==================== seg7_scan_reader_flat
Figure 1. Placement by cell class (seg7_scan_reader_flat).
Drawn at 2 px/um.
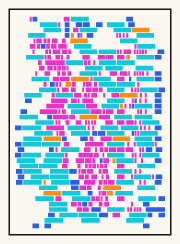

--- config.mk ---
export PLATFORM = sky130hd
export DESIGN_NAME = seg7_scan_reader_flat
export DESIGN_NICKNAME = d
export VERILOG_FILES = /design/src/rtl/seg7_pkg.sv /design/src/rtl/seg7_scan_reader_if.sv /design/src/rtl/seg7_pattern_decoder.sv /design/src/rtl/seg7_scan_reader.sv /design/src/flat_wrapper.sv
export SDC_FILE = /design/constraint.sdc
export NUM_CORES = 1
export LEC_CHECK = 0
export CAP_MARGIN = 15
export CORE_AREA = 2 2 78 110
export DETAILED_ROUTE_END_ITERATION = 10
export DIE_AREA = 0 0 80 112
export GPL_TIMING_DRIVEN = 0
export PLACE_DENSITY = 0.75
export SETUP_SLACK_MARGIN = 0.15
export SYNTH_ARGS = -nofsm -noshare
export SYNTH_HDL_FRONTEND = slang
export SYNTH_SLANG_ARGS = --single-unit
--- constraint.sdc ---
create_clock -name clk -period 2.54 [get_ports clk]
set_input_delay 0.381 -clock clk [delete_from_list [all_inputs] [get_ports clk]]
set_output_delay 0.381 -clock clk [all_outputs]
set_load 0.02 [all_outputs]
--- src/rtl/seg7_pkg.sv ---
// Shared seven-segment glyph table (active low, bit6=a .. bit0=g) used by both
// the hex-to-segment encoder and the scan reader, plus the reader's FSM states.
package seg7_pkg;

  typedef logic [6:0] seg7_t;

  localparam seg7_t SEG7_BLANK = 7'b1111111;

  localparam seg7_t SEG7_GLYPH [16] = '{
    7'b0000001, 7'b1001111, 7'b0010010, 7'b0000110,
    7'b1001100, 7'b0100100, 7'b0100000, 7'b0001111,
    7'b0000000, 7'b0000100, 7'b0001000, 7'b1100000,
    7'b0110001, 7'b1000010, 7'b0110000, 7'b0111000
  };

  typedef enum logic [1:0] {
    ST_IDLE,
    ST_SETTLE,
    ST_CAPTURE,
    ST_HOLD
  } scan_state_t;

  function automatic seg7_t seg7_encode(input logic [3:0] nibble);
    return SEG7_GLYPH[nibble];
  endfunction

endpackage

--- src/rtl/seg7_scan_reader_if.sv ---
// Display bus as seen by the scan reader, plus the decoded readback results.
interface seg7_scan_reader_if #(
  parameter int NUM_DIGITS = 4
);

  seg7_pkg::seg7_t         seg_n;
  logic [NUM_DIGITS-1:0]   an_n;
  logic                    clr;
  logic [4*NUM_DIGITS-1:0] value;
  logic [NUM_DIGITS-1:0]   blank_mask;
  logic                    frame_valid;
  logic                    pat_err;
  logic [2:0]              err_digit;
  logic                    err_sticky;

  modport master (
    output seg_n, an_n, clr,
    input  value, blank_mask, frame_valid, pat_err, err_digit, err_sticky
  );

  modport slave (
    input  seg_n, an_n, clr,
    output value, blank_mask, frame_valid, pat_err, err_digit, err_sticky
  );

endinterface

--- src/rtl/seg7_pattern_decoder.sv ---
// Combinational inverse of the glyph table: segment pattern back to a hex nibble,
// with blank and legality flags.
module seg7_pattern_decoder
  import seg7_pkg::*;
(
  input  seg7_t      seg,
  output logic [3:0] nibble,
  output logic       is_blank,
  output logic       is_legal
);

  always_comb begin
    nibble   = 4'h0;
    is_blank = (seg == SEG7_BLANK);
    is_legal = (seg == SEG7_BLANK);
    for (int i = 0; i < 16; i++) begin
      if (seg == SEG7_GLYPH[i]) begin
        nibble   = 4'(i);
        is_legal = 1'b1;
      end
    end
  end

endmodule

--- src/rtl/seg7_scan_reader.sv ---
// Watches a multiplexed active-low 7-segment bus, captures each digit once it has
// settled, and publishes a complete decoded display word per full frame.
module seg7_scan_reader
  import seg7_pkg::*;
#(
  parameter int NUM_DIGITS    = 4,
  parameter int SETTLE_CYCLES = 4
) (
  input  logic              clk,
  input  logic              rst_n,
  seg7_scan_reader_if.slave bus
);

  seg7_t                   seg_meta_reg, seg_sync_reg, seg_prev_reg;
  logic [NUM_DIGITS-1:0]   an_meta_reg, an_sync_reg, an_prev_reg;
  scan_state_t             state_reg;
  logic [7:0]              cnt_reg;
  logic [NUM_DIGITS-1:0]   seen_reg;
  logic [4*NUM_DIGITS-1:0] value_reg;
  logic [NUM_DIGITS-1:0]   blank_mask_reg;
  logic                    frame_valid_reg, pat_err_reg, err_sticky_reg;
  logic [2:0]              err_digit_reg;

  logic [4*NUM_DIGITS-1:0] shadow_word;
  logic [NUM_DIGITS-1:0]   shadow_blank;
  logic                    changed, an_onehot, capture_en;
  logic [2:0]              digit_idx;
  logic [3:0]              dec_nibble;
  logic                    dec_blank, dec_legal;

  assign changed    = (seg_sync_reg != seg_prev_reg) || (an_sync_reg != an_prev_reg);
  assign an_onehot  = $onehot(~an_sync_reg);
  assign capture_en = (state_reg == ST_CAPTURE) && !bus.clr;

  // Decode the settled sample (prev), which is stable even if the bus moves during CAPTURE.
  seg7_pattern_decoder u_dec (
    .seg      (seg_prev_reg),
    .nibble   (dec_nibble),
    .is_blank (dec_blank),
    .is_legal (dec_legal)
  );

  always_comb begin
    digit_idx = 3'd0;
    for (int i = 0; i < NUM_DIGITS; i++) begin
      if (!an_prev_reg[i]) digit_idx = 3'(i);
    end
  end

  generate
    for (genvar gi = 0; gi < NUM_DIGITS; gi++) begin : g_shadow
      logic [3:0] nib_reg;
      logic       blank_reg;
      always_ff @(posedge clk or negedge rst_n) begin
        if (!rst_n) begin
          nib_reg   <= 4'h0;
          blank_reg <= 1'b0;
        end else if (capture_en && dec_legal && !an_prev_reg[gi]) begin
          nib_reg   <= dec_nibble;
          blank_reg <= dec_blank;
        end
      end
      assign shadow_word[4*gi +: 4] = nib_reg;
      assign shadow_blank[gi]       = blank_reg;
    end
  endgenerate

  always_ff @(posedge clk or negedge rst_n) begin
    if (!rst_n) begin
      seg_meta_reg    <= SEG7_BLANK;
      seg_sync_reg    <= SEG7_BLANK;
      seg_prev_reg    <= SEG7_BLANK;
      an_meta_reg     <= '1;
      an_sync_reg     <= '1;
      an_prev_reg     <= '1;
      state_reg       <= ST_IDLE;
      cnt_reg         <= 8'd0;
      seen_reg        <= '0;
      value_reg       <= '0;
      blank_mask_reg  <= '0;
      frame_valid_reg <= 1'b0;
      pat_err_reg     <= 1'b0;
      err_digit_reg   <= 3'd0;
      err_sticky_reg  <= 1'b0;
    end else begin
      seg_meta_reg    <= bus.seg_n;
      seg_sync_reg    <= seg_meta_reg;
      seg_prev_reg    <= seg_sync_reg;
      an_meta_reg     <= bus.an_n;
      an_sync_reg     <= an_meta_reg;
      an_prev_reg     <= an_sync_reg;
      frame_valid_reg <= 1'b0;
      pat_err_reg     <= 1'b0;

      // A capture can never land in the same cycle as completion, so seen has one writer per cycle.
      if (&seen_reg) begin
        value_reg       <= shadow_word;
        blank_mask_reg  <= shadow_blank;
        frame_valid_reg <= 1'b1;
        seen_reg        <= '0;
      end

      if (bus.clr) begin
        err_sticky_reg <= 1'b0;
        seen_reg       <= '0;
        state_reg      <= ST_IDLE;
        cnt_reg        <= 8'd0;
      end else begin
        case (state_reg)
          ST_IDLE: begin
            if (an_onehot) begin
              state_reg <= ST_SETTLE;
              cnt_reg   <= 8'd0;
            end
          end
          ST_SETTLE: begin
            if (!an_onehot) begin
              state_reg <= ST_IDLE;
            end else if (changed) begin
              cnt_reg <= 8'd0;
            end else if (cnt_reg == 8'(SETTLE_CYCLES - 1)) begin
              state_reg <= ST_CAPTURE;
            end else begin
              cnt_reg <= cnt_reg + 8'd1;
            end
          end
          ST_CAPTURE: begin
            if (dec_legal) begin
              seen_reg <= seen_reg | ~an_prev_reg;
            end else begin
              pat_err_reg    <= 1'b1;
              err_digit_reg  <= digit_idx;
              err_sticky_reg <= 1'b1;
            end
            state_reg <= ST_HOLD;
          end
          ST_HOLD: begin
            if (changed) state_reg <= ST_IDLE;
          end
          default: state_reg <= ST_IDLE;
        endcase
      end
    end
  end

  assign bus.value       = value_reg;
  assign bus.blank_mask  = blank_mask_reg;
  assign bus.frame_valid = frame_valid_reg;
  assign bus.pat_err     = pat_err_reg;
  assign bus.err_digit   = err_digit_reg;
  assign bus.err_sticky  = err_sticky_reg;

endmodule
--- src/flat_wrapper.sv ---
// flat-port wrapper written by rule: the top's interface ports become plain ports
module seg7_scan_reader_flat import seg7_pkg::*;
#(
  parameter int NUM_DIGITS    = 4,
  parameter int SETTLE_CYCLES = 4
)
  (clk, rst_n, bus_seg_n, bus_an_n, bus_clr, bus_value, bus_blank_mask, bus_frame_valid, bus_pat_err, bus_err_digit, bus_err_sticky);
  seg7_scan_reader_if #(.NUM_DIGITS(NUM_DIGITS)) bus_i ();
  input  logic clk;
  input  logic rst_n;
  input wire logic [$bits(bus_i.seg_n)-1:0] bus_seg_n;
  input wire logic [$bits(bus_i.an_n)-1:0] bus_an_n;
  input wire logic [$bits(bus_i.clr)-1:0] bus_clr;
  output wire logic [$bits(bus_i.value)-1:0] bus_value;
  output wire logic [$bits(bus_i.blank_mask)-1:0] bus_blank_mask;
  output wire logic [$bits(bus_i.frame_valid)-1:0] bus_frame_valid;
  output wire logic [$bits(bus_i.pat_err)-1:0] bus_pat_err;
  output wire logic [$bits(bus_i.err_digit)-1:0] bus_err_digit;
  output wire logic [$bits(bus_i.err_sticky)-1:0] bus_err_sticky;
  assign bus_i.seg_n = bus_seg_n;
  assign bus_i.an_n = bus_an_n;
  assign bus_i.clr = bus_clr;
  assign bus_value = bus_i.value;
  assign bus_blank_mask = bus_i.blank_mask;
  assign bus_frame_valid = bus_i.frame_valid;
  assign bus_pat_err = bus_i.pat_err;
  assign bus_err_digit = bus_i.err_digit;
  assign bus_err_sticky = bus_i.err_sticky;
  seg7_scan_reader #(.NUM_DIGITS(NUM_DIGITS), .SETTLE_CYCLES(SETTLE_CYCLES)) u_core (.clk(clk), .rst_n(rst_n), .bus(bus_i));
endmodule
==================== mem_access_stage
===== src/rtl/cpu_pkg.sv =====
// Shared types and widths for the 19-bit pipelined CPU.
// Holds the MEM-stage FSM state type and the MEM/WB payload struct.
package cpu_pkg;

    localparam int unsigned DATA_W = 19;
    localparam int unsigned REG_W  = 3;

    typedef enum logic [1:0] {
        IDLE    = 2'd0,
        REQ     = 2'd1,
        WAIT_RD = 2'd2
    } mem_state_t;

    typedef struct packed {
        logic              regwrite;
        logic              memtoreg;
        logic [DATA_W-1:0] rdata;
        logic [DATA_W-1:0] alu;
        logic [REG_W-1:0]  rd;
    } wb_t;

endpackage


===== src/rtl/mem_wb_reg.sv =====
// MEM/WB pipeline register; a bubble clears the writeback controls and
// holds the data fields.
module mem_wb_reg
    import cpu_pkg::*;
(
    input  logic              clk,
    input  logic              rst_n,
    input  logic              bubble,
    input  logic              regwrite_i,
    input  logic              memtoreg_i,
    input  logic [DATA_W-1:0] alu_i,
    input  logic [REG_W-1:0]  rd_i,
    input  logic              rdata_en,
    input  logic [DATA_W-1:0] rdata_i,
    output logic              wb_regwrite,
    output logic              wb_memtoreg,
    output logic [DATA_W-1:0] wb_rdata,
    output logic [DATA_W-1:0] wb_alu,
    output logic [REG_W-1:0]  wb_rd
);

    wb_t wb_q, wb_d;

    always_comb begin
        wb_d = wb_q;
        if (bubble) begin
            wb_d.regwrite = 1'b0;
            wb_d.memtoreg = 1'b0;
        end else begin
            wb_d.regwrite = regwrite_i;
            wb_d.memtoreg = memtoreg_i;
            wb_d.alu      = alu_i;
            wb_d.rd       = rd_i;
            if (rdata_en) begin
                wb_d.rdata = rdata_i;
            end
        end
    end

    always_ff @(posedge clk or negedge rst_n) begin
        if (!rst_n) begin
            wb_q <= '0;
        end else begin
            wb_q <= wb_d;
        end
    end

    assign wb_regwrite = wb_q.regwrite;
    assign wb_memtoreg = wb_q.memtoreg;
    assign wb_rdata    = wb_q.rdata;
    assign wb_alu      = wb_q.alu;
    assign wb_rd       = wb_q.rd;

endmodule


===== src/rtl/mem_access_stage.sv =====
// MEM stage: runs loads/stores on a ready/valid data-memory port and stalls upstream.
// Optional watchdog abort is built when MEM_TIMEOUT_EN is defined.
module mem_access_stage
    import cpu_pkg::*;
#(
    parameter int unsigned TIMEOUT = 255
)
(
    input  logic              clk,
    input  logic              rst_n,
    input  logic              MEM_regwrite,
    input  logic              MEM_memtoreg,
    input  logic              MEM_memread,
    input  logic              MEM_memwrite,
    input  logic [DATA_W-1:0] MEM_out,
    input  logic [DATA_W-1:0] MEM_wdata,
    input  logic [REG_W-1:0]  MEM_rd,
    output logic              dmem_req,
    output logic              dmem_we,
    output logic [DATA_W-1:0] dmem_addr,
    output logic [DATA_W-1:0] dmem_wdata,
    input  logic              dmem_ready,
    input  logic              dmem_rvalid,
    input  logic [DATA_W-1:0] dmem_rdata,
    output logic              mem_stall,
    output logic              WB_regwrite,
    output logic              WB_memtoreg,
    output logic [DATA_W-1:0] WB_rdata,
    output logic [DATA_W-1:0] WB_alu,
    output logic [REG_W-1:0]  WB_rd,
    output logic              mem_err
);

    mem_state_t state_q, state_d;

    logic access;
    logic is_store;
    logic store_done;
    logic load_done;
    logic done;
    logic abort;

    // Store wins when both read and write are requested.
    assign access     = MEM_memread | MEM_memwrite;
    assign is_store   = MEM_memwrite;
    assign store_done = is_store & dmem_ready &
                        (((state_q == IDLE) & access) | (state_q == REQ));
    assign load_done  = (state_q == WAIT_RD) & dmem_rvalid;
    assign done       = store_done | load_done;

    // Upstream is frozen while busy, so the MEM_* operands stay stable in REQ.
    assign dmem_we    = is_store;
    assign dmem_addr  = MEM_out;
    assign dmem_wdata = MEM_wdata;

`ifdef MEM_TIMEOUT_EN
    localparam int unsigned CNT_W = ($clog2(TIMEOUT + 1) > 8) ? $clog2(TIMEOUT + 1) : 8;

    logic [CNT_W-1:0] cnt_q, cnt_d;
    logic             mem_err_q, mem_err_d;

    // Fires on the TIMEOUT-th busy cycle unless the transaction completes then.
    assign abort = (state_q != IDLE) & (cnt_q == CNT_W'(TIMEOUT - 1)) & ~done;

    always_comb begin
        cnt_d     = (state_q == IDLE) ? '0 : cnt_q + CNT_W'(1);
        mem_err_d = mem_err_q | abort;
    end

    always_ff @(posedge clk or negedge rst_n) begin
        if (!rst_n) begin
            cnt_q     <= '0;
            mem_err_q <= 1'b0;
        end else begin
            cnt_q     <= cnt_d;
            mem_err_q <= mem_err_d;
        end
    end

    assign mem_err = mem_err_q;
`else
    assign abort   = 1'b0;
    assign mem_err = 1'b0;
`endif

    always_ff @(posedge clk or negedge rst_n) begin
        if (!rst_n) begin
            state_q <= IDLE;
        end else begin
            state_q <= state_d;
        end
    end

    always_comb begin
        state_d = state_q;
        case (state_q)
            IDLE: begin
                if (access) begin
                    if (dmem_ready) begin
                        state_d = is_store ? IDLE : WAIT_RD;
                    end else begin
                        state_d = REQ;
                    end
                end
            end
            REQ: begin
                if (dmem_ready) begin
                    state_d = is_store ? IDLE : WAIT_RD;
                end
            end
            WAIT_RD: begin
                if (dmem_rvalid) begin
                    state_d = IDLE;
                end
            end
            default: state_d = IDLE;
        endcase
        if (abort) begin
            state_d = IDLE;
        end
    end

    // Request and stall are held low for as long as reset is asserted.
    always_comb begin
        dmem_req  = 1'b0;
        mem_stall = 1'b0;
        case (state_q)
            IDLE: begin
                dmem_req  = access;
                mem_stall = access & ~done;
            end
            REQ: begin
                dmem_req  = 1'b1;
                mem_stall = ~done & ~abort;
            end
            WAIT_RD: begin
                mem_stall = ~done & ~abort;
            end
            default: ;
        endcase
        if (!rst_n) begin
            dmem_req  = 1'b0;
            mem_stall = 1'b0;
        end
    end

    mem_wb_reg u_mem_wb_reg (
        .clk         (clk),
        .rst_n       (rst_n),
        .bubble      (mem_stall),
        .regwrite_i  (MEM_regwrite & ~abort),
        .memtoreg_i  (MEM_memtoreg),
        .alu_i       (MEM_out),
        .rd_i        (MEM_rd),
        .rdata_en    (load_done | abort),
        .rdata_i     (abort ? '0 : dmem_rdata),
        .wb_regwrite (WB_regwrite),
        .wb_memtoreg (WB_memtoreg),
        .wb_rdata    (WB_rdata),
        .wb_alu      (WB_alu),
        .wb_rd       (WB_rd)
    );

endmodule


===== config.mk =====
export PLATFORM = sky130hd
export DESIGN_NAME = mem_access_stage
export DESIGN_NICKNAME = d
export VERILOG_FILES = /design/src/rtl/cpu_pkg.sv /design/src/rtl/mem_wb_reg.sv /design/src/rtl/mem_access_stage.sv
export SDC_FILE = /design/constraint.sdc
export NUM_CORES = 1
export LEC_CHECK = 0
export CORE_MARGIN = 2
export CORE_UTILIZATION = 39
export CTS_BUF_LIST = sky130_fd_sc_hd__clkbuf_8
export CTS_CLUSTER_DIAMETER = 150
export DETAILED_ROUTE_END_ITERATION = 12
export PLACE_DENSITY = 0.88
export SETUP_SLACK_MARGIN = 0.2
export SLEW_MARGIN = 20
export SYNTH_ARGS = -nofsm -noshare
export SYNTH_HDL_FRONTEND = slang
export SYNTH_SLANG_ARGS = --single-unit

===== constraint.sdc =====
create_clock -name clk -period 3.9 [get_ports clk]
set_input_delay 0.975 -clock clk [delete_from_list [all_inputs] [get_ports clk]]
set_output_delay 0.975 -clock clk [all_outputs]
set_load 0.02 [all_outputs]

==================== hazard_unit
--- config.mk ---
export PLATFORM = sky130hd
export DESIGN_NAME = hazard_unit
export DESIGN_NICKNAME = d
export VERILOG_FILES = /design/src/rtl/hazard_unit.sv
export SDC_FILE = /design/constraint.sdc
export NUM_CORES = 1
export LEC_CHECK = 0
export ABC_AREA = 1
export CORE_MARGIN = 2
export CORE_UTILIZATION = 35
export DETAILED_ROUTE_END_ITERATION = 8
export GPL_TIMING_DRIVEN = 0
export PLACE_DENSITY = 0.6
export REMOVE_ABC_BUFFERS = 1
export SLEW_MARGIN = 15
export SYNTH_ARGS = -nofsm -noshare
export SYNTH_HDL_FRONTEND = slang
export SYNTH_SLANG_ARGS = --single-unit
export TNS_END_PERCENT = 1
--- constraint.sdc ---
create_clock -name clk -period 2.45 [get_ports clk]
set_clock_uncertainty 0.2 [all_clocks]
set_input_delay 0.49 -clock clk [delete_from_list [all_inputs] [get_ports clk]]
set_output_delay 0.49 -clock clk [all_outputs]
set_load 0.01 [all_outputs]
--- src/rtl/hazard_unit.sv ---
// Pipeline hazard controller: operand forwarding, load-use and branch stall/flush,
// multi-cycle mul/div sequencing, and a saturating fetch-stall performance counter.
module hazard_unit #(
  parameter int unsigned MD_LATENCY = 4,
  parameter int unsigned CNT_W      = 32
) (
  input  logic             clk,
  input  logic             reset,
  input  logic [4:0]       rs1_D,
  input  logic [4:0]       rs2_D,
  input  logic [4:0]       rs1_E,
  input  logic [4:0]       rs2_E,
  input  logic [4:0]       rd_E,
  input  logic [1:0]       resultSrc_E,
  input  logic             PCSrc_E,
  input  logic             md_start_E,
  input  logic [4:0]       rd_M,
  input  logic             regWrite_M,
  input  logic [4:0]       rd_W,
  input  logic             regWrite_W,
  output logic [1:0]       forwardA_E,
  output logic [1:0]       forwardB_E,
  output logic             stall_F,
  output logic             stall_D,
  output logic             stall_E,
  output logic             flush_D,
  output logic             flush_E,
  output logic             flush_M,
  output logic             md_busy,
  output logic             md_done,
  output logic [CNT_W-1:0] stall_cnt
);

  typedef enum logic {IDLE, BUSY} md_state_t;

  md_state_t        state;
  logic [3:0]       count;
  logic [CNT_W-1:0] cnt_q;

  logic [1:0] fwd_a, fwd_b;
  logic       lw, md_stall, done_i, stall_f_i;

  function automatic logic [1:0] fwd_sel(
    input logic [4:0] rs,
    input logic [4:0] rdm,
    input logic       wm,
    input logic [4:0] rdw,
    input logic       ww
  );
    if (wm && rdm != 5'd0 && rdm == rs)      fwd_sel = 2'b10;
    else if (ww && rdw != 5'd0 && rdw == rs) fwd_sel = 2'b01;
    else                                     fwd_sel = 2'b00;
  endfunction

  always_comb begin
    fwd_a     = fwd_sel(rs1_E, rd_M, regWrite_M, rd_W, regWrite_W);
    fwd_b     = fwd_sel(rs2_E, rd_M, regWrite_M, rd_W, regWrite_W);
    lw        = (resultSrc_E == 2'b01) && (rd_E != 5'd0) &&
                ((rd_E == rs1_D) || (rd_E == rs2_D));
    md_stall  = 1'b0;
    done_i    = 1'b0;
    case (state)
      IDLE: md_stall = md_start_E;
      BUSY: begin
        md_stall = (count != 4'd0);
        done_i   = (count == 4'd0);
      end
      default: ;
    endcase
    stall_f_i = lw | md_stall;
  end

  always_ff @(posedge clk) begin
    if (!reset) begin
      state <= IDLE;
      count <= '0;
      cnt_q <= '0;
    end else begin
      case (state)
        IDLE: if (md_start_E) begin
          state <= BUSY;
          count <= 4'(MD_LATENCY - 2);
        end
        BUSY: if (count != 4'd0) count <= count - 4'd1;
              else               state <= IDLE;
        default: state <= IDLE;
      endcase
      if (stall_f_i && cnt_q != '1) cnt_q <= cnt_q + 1'b1;
    end
  end

  // A taken branch must still clear IF/ID while a load-use stall holds it, so
  // only the mul/div stall (which freezes the whole front end) blocks flush_D.
  assign forwardA_E = reset ? fwd_a : '0;
  assign forwardB_E = reset ? fwd_b : '0;
  assign stall_F    = reset & stall_f_i;
  assign stall_D    = reset & stall_f_i;
  assign stall_E    = reset & md_stall;
  assign flush_M    = reset & md_stall;
  assign flush_E    = reset & (lw | PCSrc_E) & ~md_stall;
  assign flush_D    = reset & PCSrc_E & ~md_stall;
  assign md_busy    = reset & (state == BUSY);
  assign md_done    = reset & done_i;
  assign stall_cnt  = reset ? cnt_q : '0;

endmodule

==================== two_req_mux_arbiter
===== config.mk =====
export PLATFORM = sky130hd
export DESIGN_NAME = two_req_mux_arbiter
export DESIGN_NICKNAME = d
export VERILOG_FILES = /design/src/rtl/two_req_mux_arbiter.sv
export SDC_FILE = /design/constraint.sdc
export NUM_CORES = 1
export LEC_CHECK = 0
export ABC_AREA = 1
export CORE_MARGIN = 4
export CORE_UTILIZATION = 38
export DETAILED_ROUTE_END_ITERATION = 7
export MAX_ROUTING_LAYER = met4
export PLACE_DENSITY = 0.79
export SLEW_MARGIN = 5
export SYNTH_ARGS = -nofsm -noshare
export SYNTH_HDL_FRONTEND = slang
export SYNTH_SLANG_ARGS = --single-unit
export TNS_END_PERCENT = 10

===== constraint.sdc =====
create_clock -name clk -period 1.9 [get_ports clk]
set_input_delay 0.38 -clock clk [delete_from_list [all_inputs] [get_ports clk]]
set_output_delay 0.38 -clock clk [all_outputs]
set_load 0.02 [all_outputs]

===== src/rtl/two_req_mux_arbiter.sv =====
// Round-robin arbiter owning the select of a shared 2:1 valid/ready mux.
// Grants are held for at most MAX_BURST beats while the other side waits.
module two_req_mux_arbiter #(
  parameter int DATA_W    = 8,
  parameter int MAX_BURST = 4
) (
  input  logic              clk,
  input  logic              rst_n,
  input  logic              req0_valid,
  input  logic [DATA_W-1:0] req0_data,
  output logic              req0_ready,
  input  logic              req1_valid,
  input  logic [DATA_W-1:0] req1_data,
  output logic              req1_ready,
  output logic              out_valid,
  output logic [DATA_W-1:0] out_data,
  input  logic              out_ready,
  output logic              sel,
  output logic              busy
);

  localparam int CW = $clog2(MAX_BURST + 1);

  typedef enum logic [1:0] {
    IDLE,
    OWN0,
    OWN1
  } state_t;

  state_t        state;
  logic [CW-1:0] beat_cnt;
  logic          last_grant;

  logic own0;
  logic own1;
  logic owner_v;
  logic other_v;
  logic xfer;
  logic at_limit;

  assign own0 = (state == OWN0);
  assign own1 = (state == OWN1);

  assign out_valid  = (own0 & req0_valid) | (own1 & req1_valid);
  assign out_data   = sel ? req1_data : req0_data;
  assign req0_ready = out_ready & own0;
  assign req1_ready = out_ready & own1;
  assign busy       = own0 | own1;

  assign owner_v  = own1 ? req1_valid : req0_valid;
  assign other_v  = own1 ? req0_valid : req1_valid;
  assign xfer     = out_valid & out_ready;
  assign at_limit = xfer && (beat_cnt == CW'(MAX_BURST - 1));

  always_ff @(posedge clk or negedge rst_n) begin
    if (!rst_n) begin
      state      <= IDLE;
      sel        <= 1'b0;
      beat_cnt   <= '0;
      last_grant <= 1'b1;
    end else begin
      unique case (state)
        IDLE: begin
          // last_grant=1 means requester 0 wins a tie
          if (req0_valid && (!req1_valid || last_grant)) begin
            state      <= OWN0;
            sel        <= 1'b0;
            last_grant <= 1'b0;
            beat_cnt   <= '0;
          end else if (req1_valid) begin
            state      <= OWN1;
            sel        <= 1'b1;
            last_grant <= 1'b1;
            beat_cnt   <= '0;
          end
        end
        OWN0, OWN1: begin
          if ((!owner_v || at_limit) && other_v) begin
            state      <= own0 ? OWN1 : OWN0;
            sel        <= own0;
            last_grant <= own0;
            beat_cnt   <= '0;
          end else if (!owner_v) begin
            state    <= IDLE;
            beat_cnt <= '0;
          end else if (at_limit) begin
            beat_cnt <= '0;
          end else if (xfer) begin
            beat_cnt <= beat_cnt + CW'(1);
          end
        end
        default: begin
          state    <= IDLE;
          beat_cnt <= '0;
        end
      endcase
    end
  end

endmodule


==> screenshots <==
Routed metal, one color a layer.
picture 1
Drawn at 2 px/um.
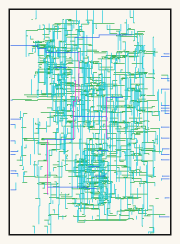
picture 2
Drawn at 3 px/um.
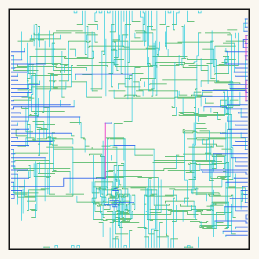
picture 3
Drawn at 6 px/um.
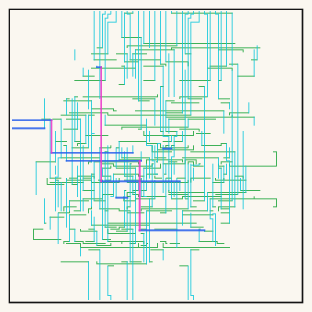
picture 4
Drawn at 3 px/um.
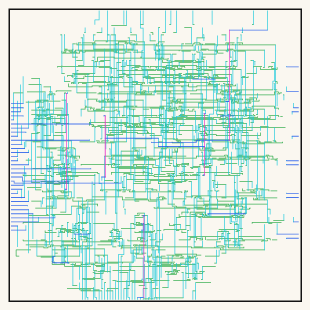
Picture 4 comes from hazard_unit.
Picture 2 comes from mem_access_stage.
Picture 3 comes from two_req_mux_arbiter.
Picture 1 comes from seg7_scan_reader_flat.

Key to picture 2:
blue -> met3  # wire length 564 um
magenta -> met4  # wire length 33.3 um
green -> met1  # wire length 1,800 um
cyan -> met2  # wire length 2,360 um

Figure 2. Local utilization (mem_access_stage).
Drawn at 4 px/um. 8 x 8 tiles, from black (low) to pale yellow (high), 0 to 100% covered.
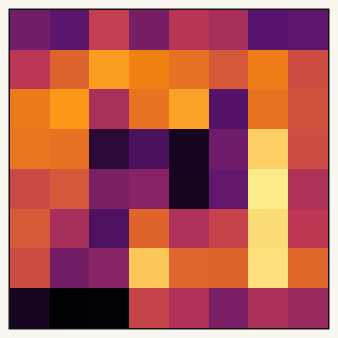
nearly empty tiles = 3.1%
mean over tiles = 49%
fullest tile = 96%

==> summary.txt, mem_access_stage <==
Flow results are below.

- Note that the worst hold path type here is register to register.
- The count of warnings emitted by yosys is 0, for reference.
- The xor-xnor portion of the synthesized cell area is 0%, for reference.
- Yosys mapped a number of flops with a built-in enable equal to 0.
- The top cell types in the final layout, fill and taps aside, are 112 x sky130_fd_sc_hd__clkdlybuf4s50_1, 45 x sky130_fd_sc_hd__dfrtp_1, 24 x sky130_fd_sc_hd__mux2_2.
- The share of power burned in combinational logic is 53.5%, for reference.
- The adder-cell area share of the yosys netlist is approximately 2.2%, for reference.
- The worst path needs 3.576 ns of the cycle, external delays included.
- The fraction of final cell area spent on clock buffers and inverters in this run is under 10%.
- The buffer_ports step reported a buffer count of 113.
- The root cell of the clock tree is sky130_fd_sc_hd__clkbuf_8, for reference.
- According to the timing report, the critical path is captured at mem_stall.
- The count of nets left with antenna violations after detail routing is 0, for reference.
- The number of multi-input combinational cells in the layout is 64, for reference.
- The maximum achievable frequency is 279.6 MHz, for reference.
- Note, the detailed placer reported a final HPWL of 3587 um.
- The weighted congestion reported at the end of routability-driven placement is roughly 0.78, for reference.
- Per the placement report, the placed cell count is 303.
- Counting the fill cells in the layout gives 451.
- The worst hold slack across all endpoints is 0.5081 ns, for reference.
- Setup repair after global routing left no endpoint under its margin.
- The flow ran to the end, and the final reports show no timing, DRC or antenna violations.
- The total congestion overflow is 0, for reference.
- Of the cells placed in the final design, the portion with a size suffix greater than 1 is 23.53%.
- Among all stages on the critical path, the largest delay is contributed by sky130_fd_sc_hd__clkdlybuf4s50_1.
- The total die size is ~6300 um^2, for reference.
- The clock buffer count from CTS is 5, for reference.
- Looking at the max-slew report, the worst-margin pin has a slew of 0.5592 ns.
- The count of cells along the worst hold path is 1, for reference.
- The library cell with the highest instance count after synthesis is sky130_fd_sc_hd__dfrtp_1, for reference.
- The register share of total power is 33.8%, for reference.
[mem_access_stage: stage by stage]
stage / worst slack, ns / instance area (um^2) / util, %
floorplan: 1.136 / 2225 / -
global placement: 0.3603 / 3118 / 56.62
detailed placement: 0.3311 / 3118 / 56.62
CTS: 0.3130 / 3208 / 58.26
global route: 0.2446 / 3208 / 58.26
finish: 0.3239 / 3208 / 58.26
[mem_access_stage: routing by layer]
layer  track usage, %  wire, um  vias to the layer above
li1                 -         -                      656
met1            17.61      1797                      687
met2            27.65      2356                       97
met3            6.109       564                        6
met4            4.138        33                        0
met5                0         0                        -
[mem_access_stage: power by group through the flow]
| stage | sequential (mW) | combinational [mW] | clock [mW] |
|---|---|---|---|
| floorplan | 0.984 | 0.513 | 0 |
| global placement | 0.757 | 1.19 | 0 |
| detailed placement | 0.768 | 1.21 | 0 |
| CTS | 0.761 | 1.22 | 0.301 |
| global route | 0.785 | 1.27 | 0.323 |
| finish | 0.759 | 1.20 | 0.287 |
[mem_access_stage: critical path: cells and delay by family]
kind	cells	cell delay (ns)
compound gates	2	0.32
buf+inv	3	1.31
Figure 3. Placement by cell class (hazard_unit).
Drawn at 3 px/um.
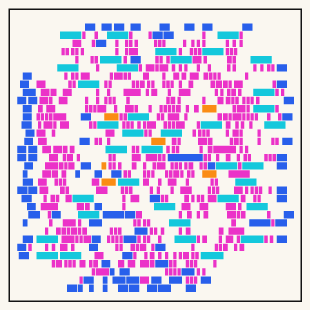
blue -> other buffers and delay cells  # cells 92
cyan -> flip-flops  # cells 37
magenta -> all other logic  # cells 468
orange -> clock drivers and dummy loads  # cells 6
sequential share of cell area: 17.96%
area of the core: 8299 um^2
number of core rows: 33

Figure 4. Local utilization (hazard_unit).
Drawn at 4 px/um. 10 x 10 tiles, from black (low) to pale yellow (high), 0 to 100% covered.
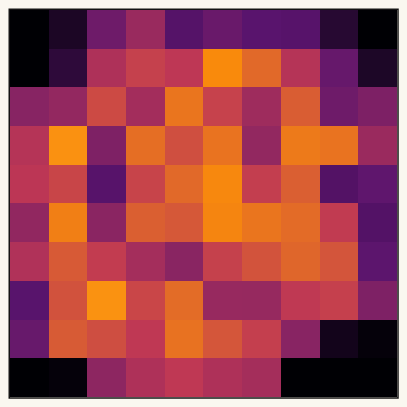
tiles over 75% full = 2.0%
densest ninth of the die = center
fullest tile = 76%
mean over tiles = 43%
emptiest ninth of the die = south-east
initial core utilization: 36.33%
core occupancy in the finished layout: 49.87%

==> summary.txt, hazard_unit <==
Flow results are below.

- The clock H-tree reported by CTS has 2 levels.
- The antenna diode count is 0, for reference.
- The final layout contains between 600 and 700 nets.
- The post-CTS repair timing setup buffer count is 3, for reference.
- The total sequential power is a little under 700 uW, for reference.
- STA lists the startpoint of the worst hold path as count[3].
- The largest cell class by area is combinational gates.
- The family of cells with the greatest summed delay on the critical path is buffers and inverters, for reference.
- The flow ran to the end, and the final reports show no timing, DRC or antenna violations.
- The worst pin sits at a relative slew slack of a little over three fifths.
- The pre-CTS setup check shows a worst slack of -1.649 ns.
- The yosys stat chip area is approximately 3000 um^2, for reference.
- Of the cells placed in the final design, the portion with a size suffix greater than 1 is 8.955%.
- IR analysis of the VDD net gives a maximum drop of ~0.00017 V.
- The first-pass iteration count of the detailed router is 4, for reference.
- The detailed placement HPWL is 6135 um, for reference.
- The capture endpoint of the worst hold path is count[3], for reference.
- Per the skew report, the later register of the worst-skew pair sees a clock latency of 0.29 ns.
-- hazard_unit: sequential cells by signal, summed over array words and instances (netlist names) --
signal,cells
count,4
state,1
cnt_q,32
-- hazard_unit: metal layers --
layer  share of wire (%)  routed length (um)  vias up  track usage, %
li1                    -                   -     1734               -
met1                  46                3819     1447           22.29
met2                  47                3924       71           31.30
met3                 5.1                 422       12           3.902
met4                 1.6                 136        0           4.875
met5                   0                   0        -               0
-- hazard_unit: cells in the mapped netlist, drive strengths merged --
library cell,instances,share of area (%)
o21ai,3,0.50
nand3b,2,0.50
nor2,74,10
o22ai,1,0.21
o211ai,1,0.25
inv,85,11
o41ai,1,0.29
xnor2,17,4.9
a211oi,3,0.75
buf,10,2.4
nand3,24,4.1
xor2,27,7.8
ha,3,1.2
dfxtp,37,25
a21oi,12,2.0
or2,1,0.21
nand2,189,24
nor3,12,2.4
clkbuf,6,0.75
nor4,4,0.83
nand4,8,1.9
-- hazard_unit: kinds of logic after synthesis --
group	count (synthesis)	synth area share, %
AOI/OAI and AO/OA	21	3.984
xor gates and xnor gates	44	12.78
adders and majority gates	3	1.245
buffers and inverters	101	13.78
DFF	37	24.56
and+or+nand+nor	314	43.65
Figure 5. Placement by cell class (two_req_mux_arbiter).
Drawn at 6 px/um.
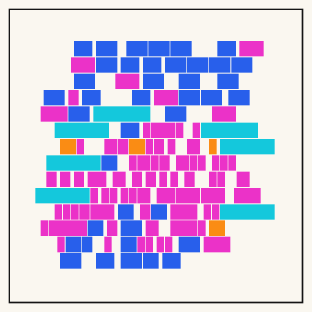
blue -> other buffers and delay cells  # cells 40
magenta -> all other logic  # cells 73
orange -> clock drivers and dummy loads  # cells 4
cyan -> flip-flops  # cells 7

==> summary.txt, two_req_mux_arbiter <==
Flow results are below.

- In this run, distinct cell masters in the synthesized netlist total 20.
- The area share of and-or/or-and cells after synthesis is 10.18%, for reference.
- The number of setup violations in the final report is 0, for reference.
- The flop count is 7, for reference.
- The via density per instance is 4.850, for reference.
- Of the total power, the clock network draws 10.4%.
- The largest cell class by area is combinational gates, for reference.
- The run finished with clean final reports.
- The number of vias in the routed layout is 679, for reference.
- The layout report lists the multi-input gate area as 396.6 um^2.
- After synthesis the netlist holds a flip-flop and latch count of 7.
- The share of final layout cell area taken by non-clock buffers is a little over a third, for reference.
- The source of the critical timing path is sel, for reference.
- The share of power burned in combinational logic is approximately two thirds, for reference.
- The most common logic cells in the final layout are 21 x sky130_fd_sc_hd__nand2_1, 21 x sky130_fd_sc_hd__clkdlybuf4s50_1, 11 x sky130_fd_sc_hd__inv_1.
- The count of buffers not belonging to the clock network in the layout is 40, for reference.
- In this run, the synthesized area fraction spent on adder and majority cells is recorded as about a tenth.
- The die covers 2363 um^2.
- The share of the synthesized area in the top cell type is 23.95%, for reference.
- Derived from the worst setup path, the maximum achievable clock frequency is 547.2 MHz.
- The setup slack of the most critical reg-to-reg path is 0.17 ns, for reference.
- The logs give a warning total of 29.
- The max-slew check reports its worst relative slack as between 70% and 80%.
- Looking at the gate-level netlist, the highest instance count belongs to sky130_fd_sc_hd__nand2_1.
- The number of standard cells reported by yosys is 81, for reference.
- STA lists the maximum fanout along the critical path as 10.
- The inverter count is 13, for reference.
- The type of origin of the critical path is a register, for reference.
- The final max-slew violation count is 0, for reference.
- Among all stages on the critical path, the largest delay is contributed by sky130_fd_sc_hd__dfrtp_2.
two_req_mux_arbiter: metal layers:
layer / vias up / global-route usage (%) / wire [um]
met5: - / - / 0
met4: 0 / 5.381 / 36
met3: 6 / 5.215 / 65
met2: 11 / 30.22 / 1048
met1: 315 / 19.55 / 776
li1: 347 / - / -
two_req_mux_arbiter: timing repair:
item	CTS	global route
hold endpoints to repair	0	0
endpoints found under the setup margin	12	3
resized	13	4
two_req_mux_arbiter: power by group through the flow:
stage	logic [mW]	registers, mW	clock network (mW)
2_1_floorplan	0.607	0.251	0
3_3_place_gp	0.931	0.274	0
3_5_place_dp	0.962	0.278	0
4_1_cts	0.904	0.278	0.142
5_1_grt	0.990	0.291	0.157
6_report	0.906	0.278	0.137
two_req_mux_arbiter: critical path: cells and delay by family (launching register included):
kind     cells  cell delay (ns)
buf+inv      1             0.33
flops        1             0.48
mux          1             0.38
two_req_mux_arbiter: state kept, by name (all words and copies together), names as in the netlist:
name	flops
sel	1
last_grant	1
beat_cnt	3
state	2
Figure 6. Clock nets (seg7_scan_reader_flat).
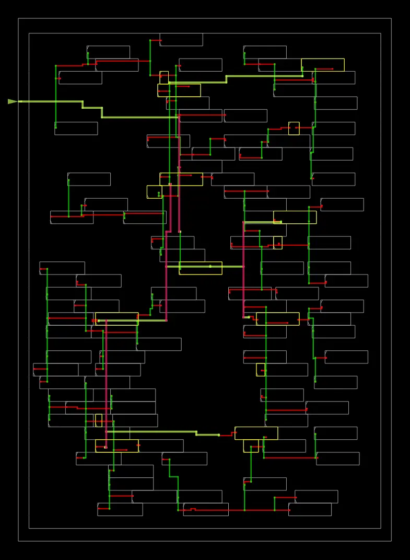
Worst Skew: 0.006747 ns
clock latency reported for the late side of the worst-skew pair: 0.34 ns

Notes on Figure 1 above:
orange -> clock drivers and dummy loads  # cells 16
blue -> other buffers and delay cells  # cells 65
cyan -> flip-flops  # cells 92
magenta -> all other logic  # cells 233
sequential share of cell area: 47.05%
area of the core: 8003 um^2

==> summary.txt, seg7_scan_reader_flat <==
Flow results are below.

- The run finished, with violations left.
- The final reports fail on setup timing.
- The number of setup violations in the final report is 4, for reference.
- Summing the areas of all compound-gate instances in the mapped netlist gives under 10% of the synthesized area.
- STA classifies the critical path endpoint as a register.
- For this run, the post-layout net count is 420.
- Ranking logic cells in the layout by count gives the top entries 74 x sky130_fd_sc_hd__nand2_1, 59 x sky130_fd_sc_hd__dfrtp_1, 37 x sky130_fd_sc_hd__clkdlybuf4s50_1.
- Hold-check failures listed in the final report amount to 0.
- A synthesized cell averages roughly 12 um^2.
- For reference, the final report shows the max-slew violation count at 0.
- Setup repair after global routing could not meet its margin everywhere.
- In this run the clock root is driven by a sky130_fd_sc_hd__clkbuf_16.
- The placed cell area is 4611 um^2, for reference.
- The critical path in the final layout is reported with a setup slack of -0.06919 ns.
- The number of core rows is 39, for reference.
- Counting flops with a built-in enable in the synthesized netlist gives 0.
- The worst setup path is launched from a register.
- Counting only logic cells after layout, the most numerous master is sky130_fd_sc_hd__nand2_1.
- Summing internal, switching and leakage power gives 2.982 mW.
-- seg7_scan_reader_flat: logic make-up (layout without fill, tap and decap cells) --
| group | Yosys count | after routing |
|---|---|---|
| AND/OR/NAND/NOR | 131 | 131 |
| other | 1 | 1 |
| flip-flops | 92 | 92 |
| adder cells (fa/ha/maj) | 5 | 5 |
| buffers and inverters | 29 | 94 |
| AND-OR/OR-AND | 44 | 44 |
| multiplexers | 22 | 22 |
| XOR/XNOR | 17 | 17 |
-- seg7_scan_reader_flat: cell type report --
type	instances	area, um^2
multi-input combinational	220	1578
clock inverter	6	38.79
clock buffer	10	229.0
fill	633	3022
sequential	92	2344
tap	102	127.6
buffer	16	135.1
timing repair buffer	49	480.5
inverter	13	48.80
-- seg7_scan_reader_flat: repair_timing --
item                                   CTS  global route
buffers inserted                         8             0
gates cloned                             0             0
pin swaps                                6             5
hold buffers                             1             0
endpoints found under the hold margin    2             0
setup endpoints to repair                8            22
resized                                  5             7
-- seg7_scan_reader_flat: power by group --
part           total, mW  leakage, nW  switching [mW]  internal (mW)
sequential          1.54         1.17          0.0214           1.52
combinational      0.248        0.930           0.133          0.115
clock               1.19        0.137           0.529          0.663


## Gallery

Pin map.
image #1
Drawn at 3 px/um. Pins as bars across the die edge, other pins in gray.
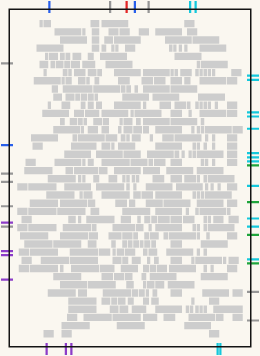
image #2
Drawn at 4 px/um. Pins as bars across the die edge, other pins in gray.
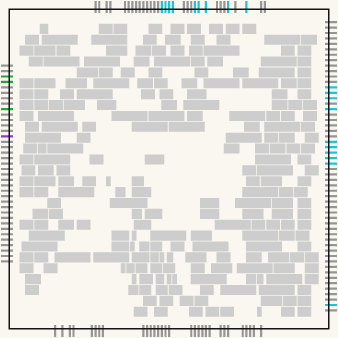
image #3
Drawn at 8 px/um. Pins as bars across the die edge, other pins in gray.
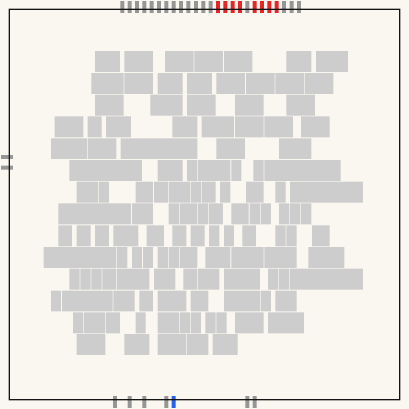
image #4
Drawn at 4 px/um. Pins as bars across the die edge, other pins in gray.
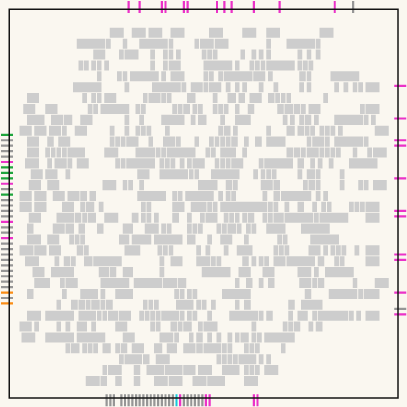
Of these, most pins: image #2
Of these, smallest die: image #3
mem_access_stage -> image #2
two_req_mux_arbiter -> image #3
seg7_scan_reader_flat -> image #1
hazard_unit -> image #4

Key to image #1:
blue -> bus_err_digit  # pins 3, direction output, edge 2 north, 1 west
purple -> bus_seg_n  # pins 7, direction input, edge 4 west, 3 south
green -> bus_blank_mask  # pins 4, direction output, edge east
cyan -> bus_value  # pins 16, direction output, edge 12 east, 2 north, 2 south
red -> bus_err_sticky  # pins 1, direction output, edge north
all pins by edge = 18 east, 10 west, 7 north, 5 south

Power is estimated from default activity; no workload was simulated.
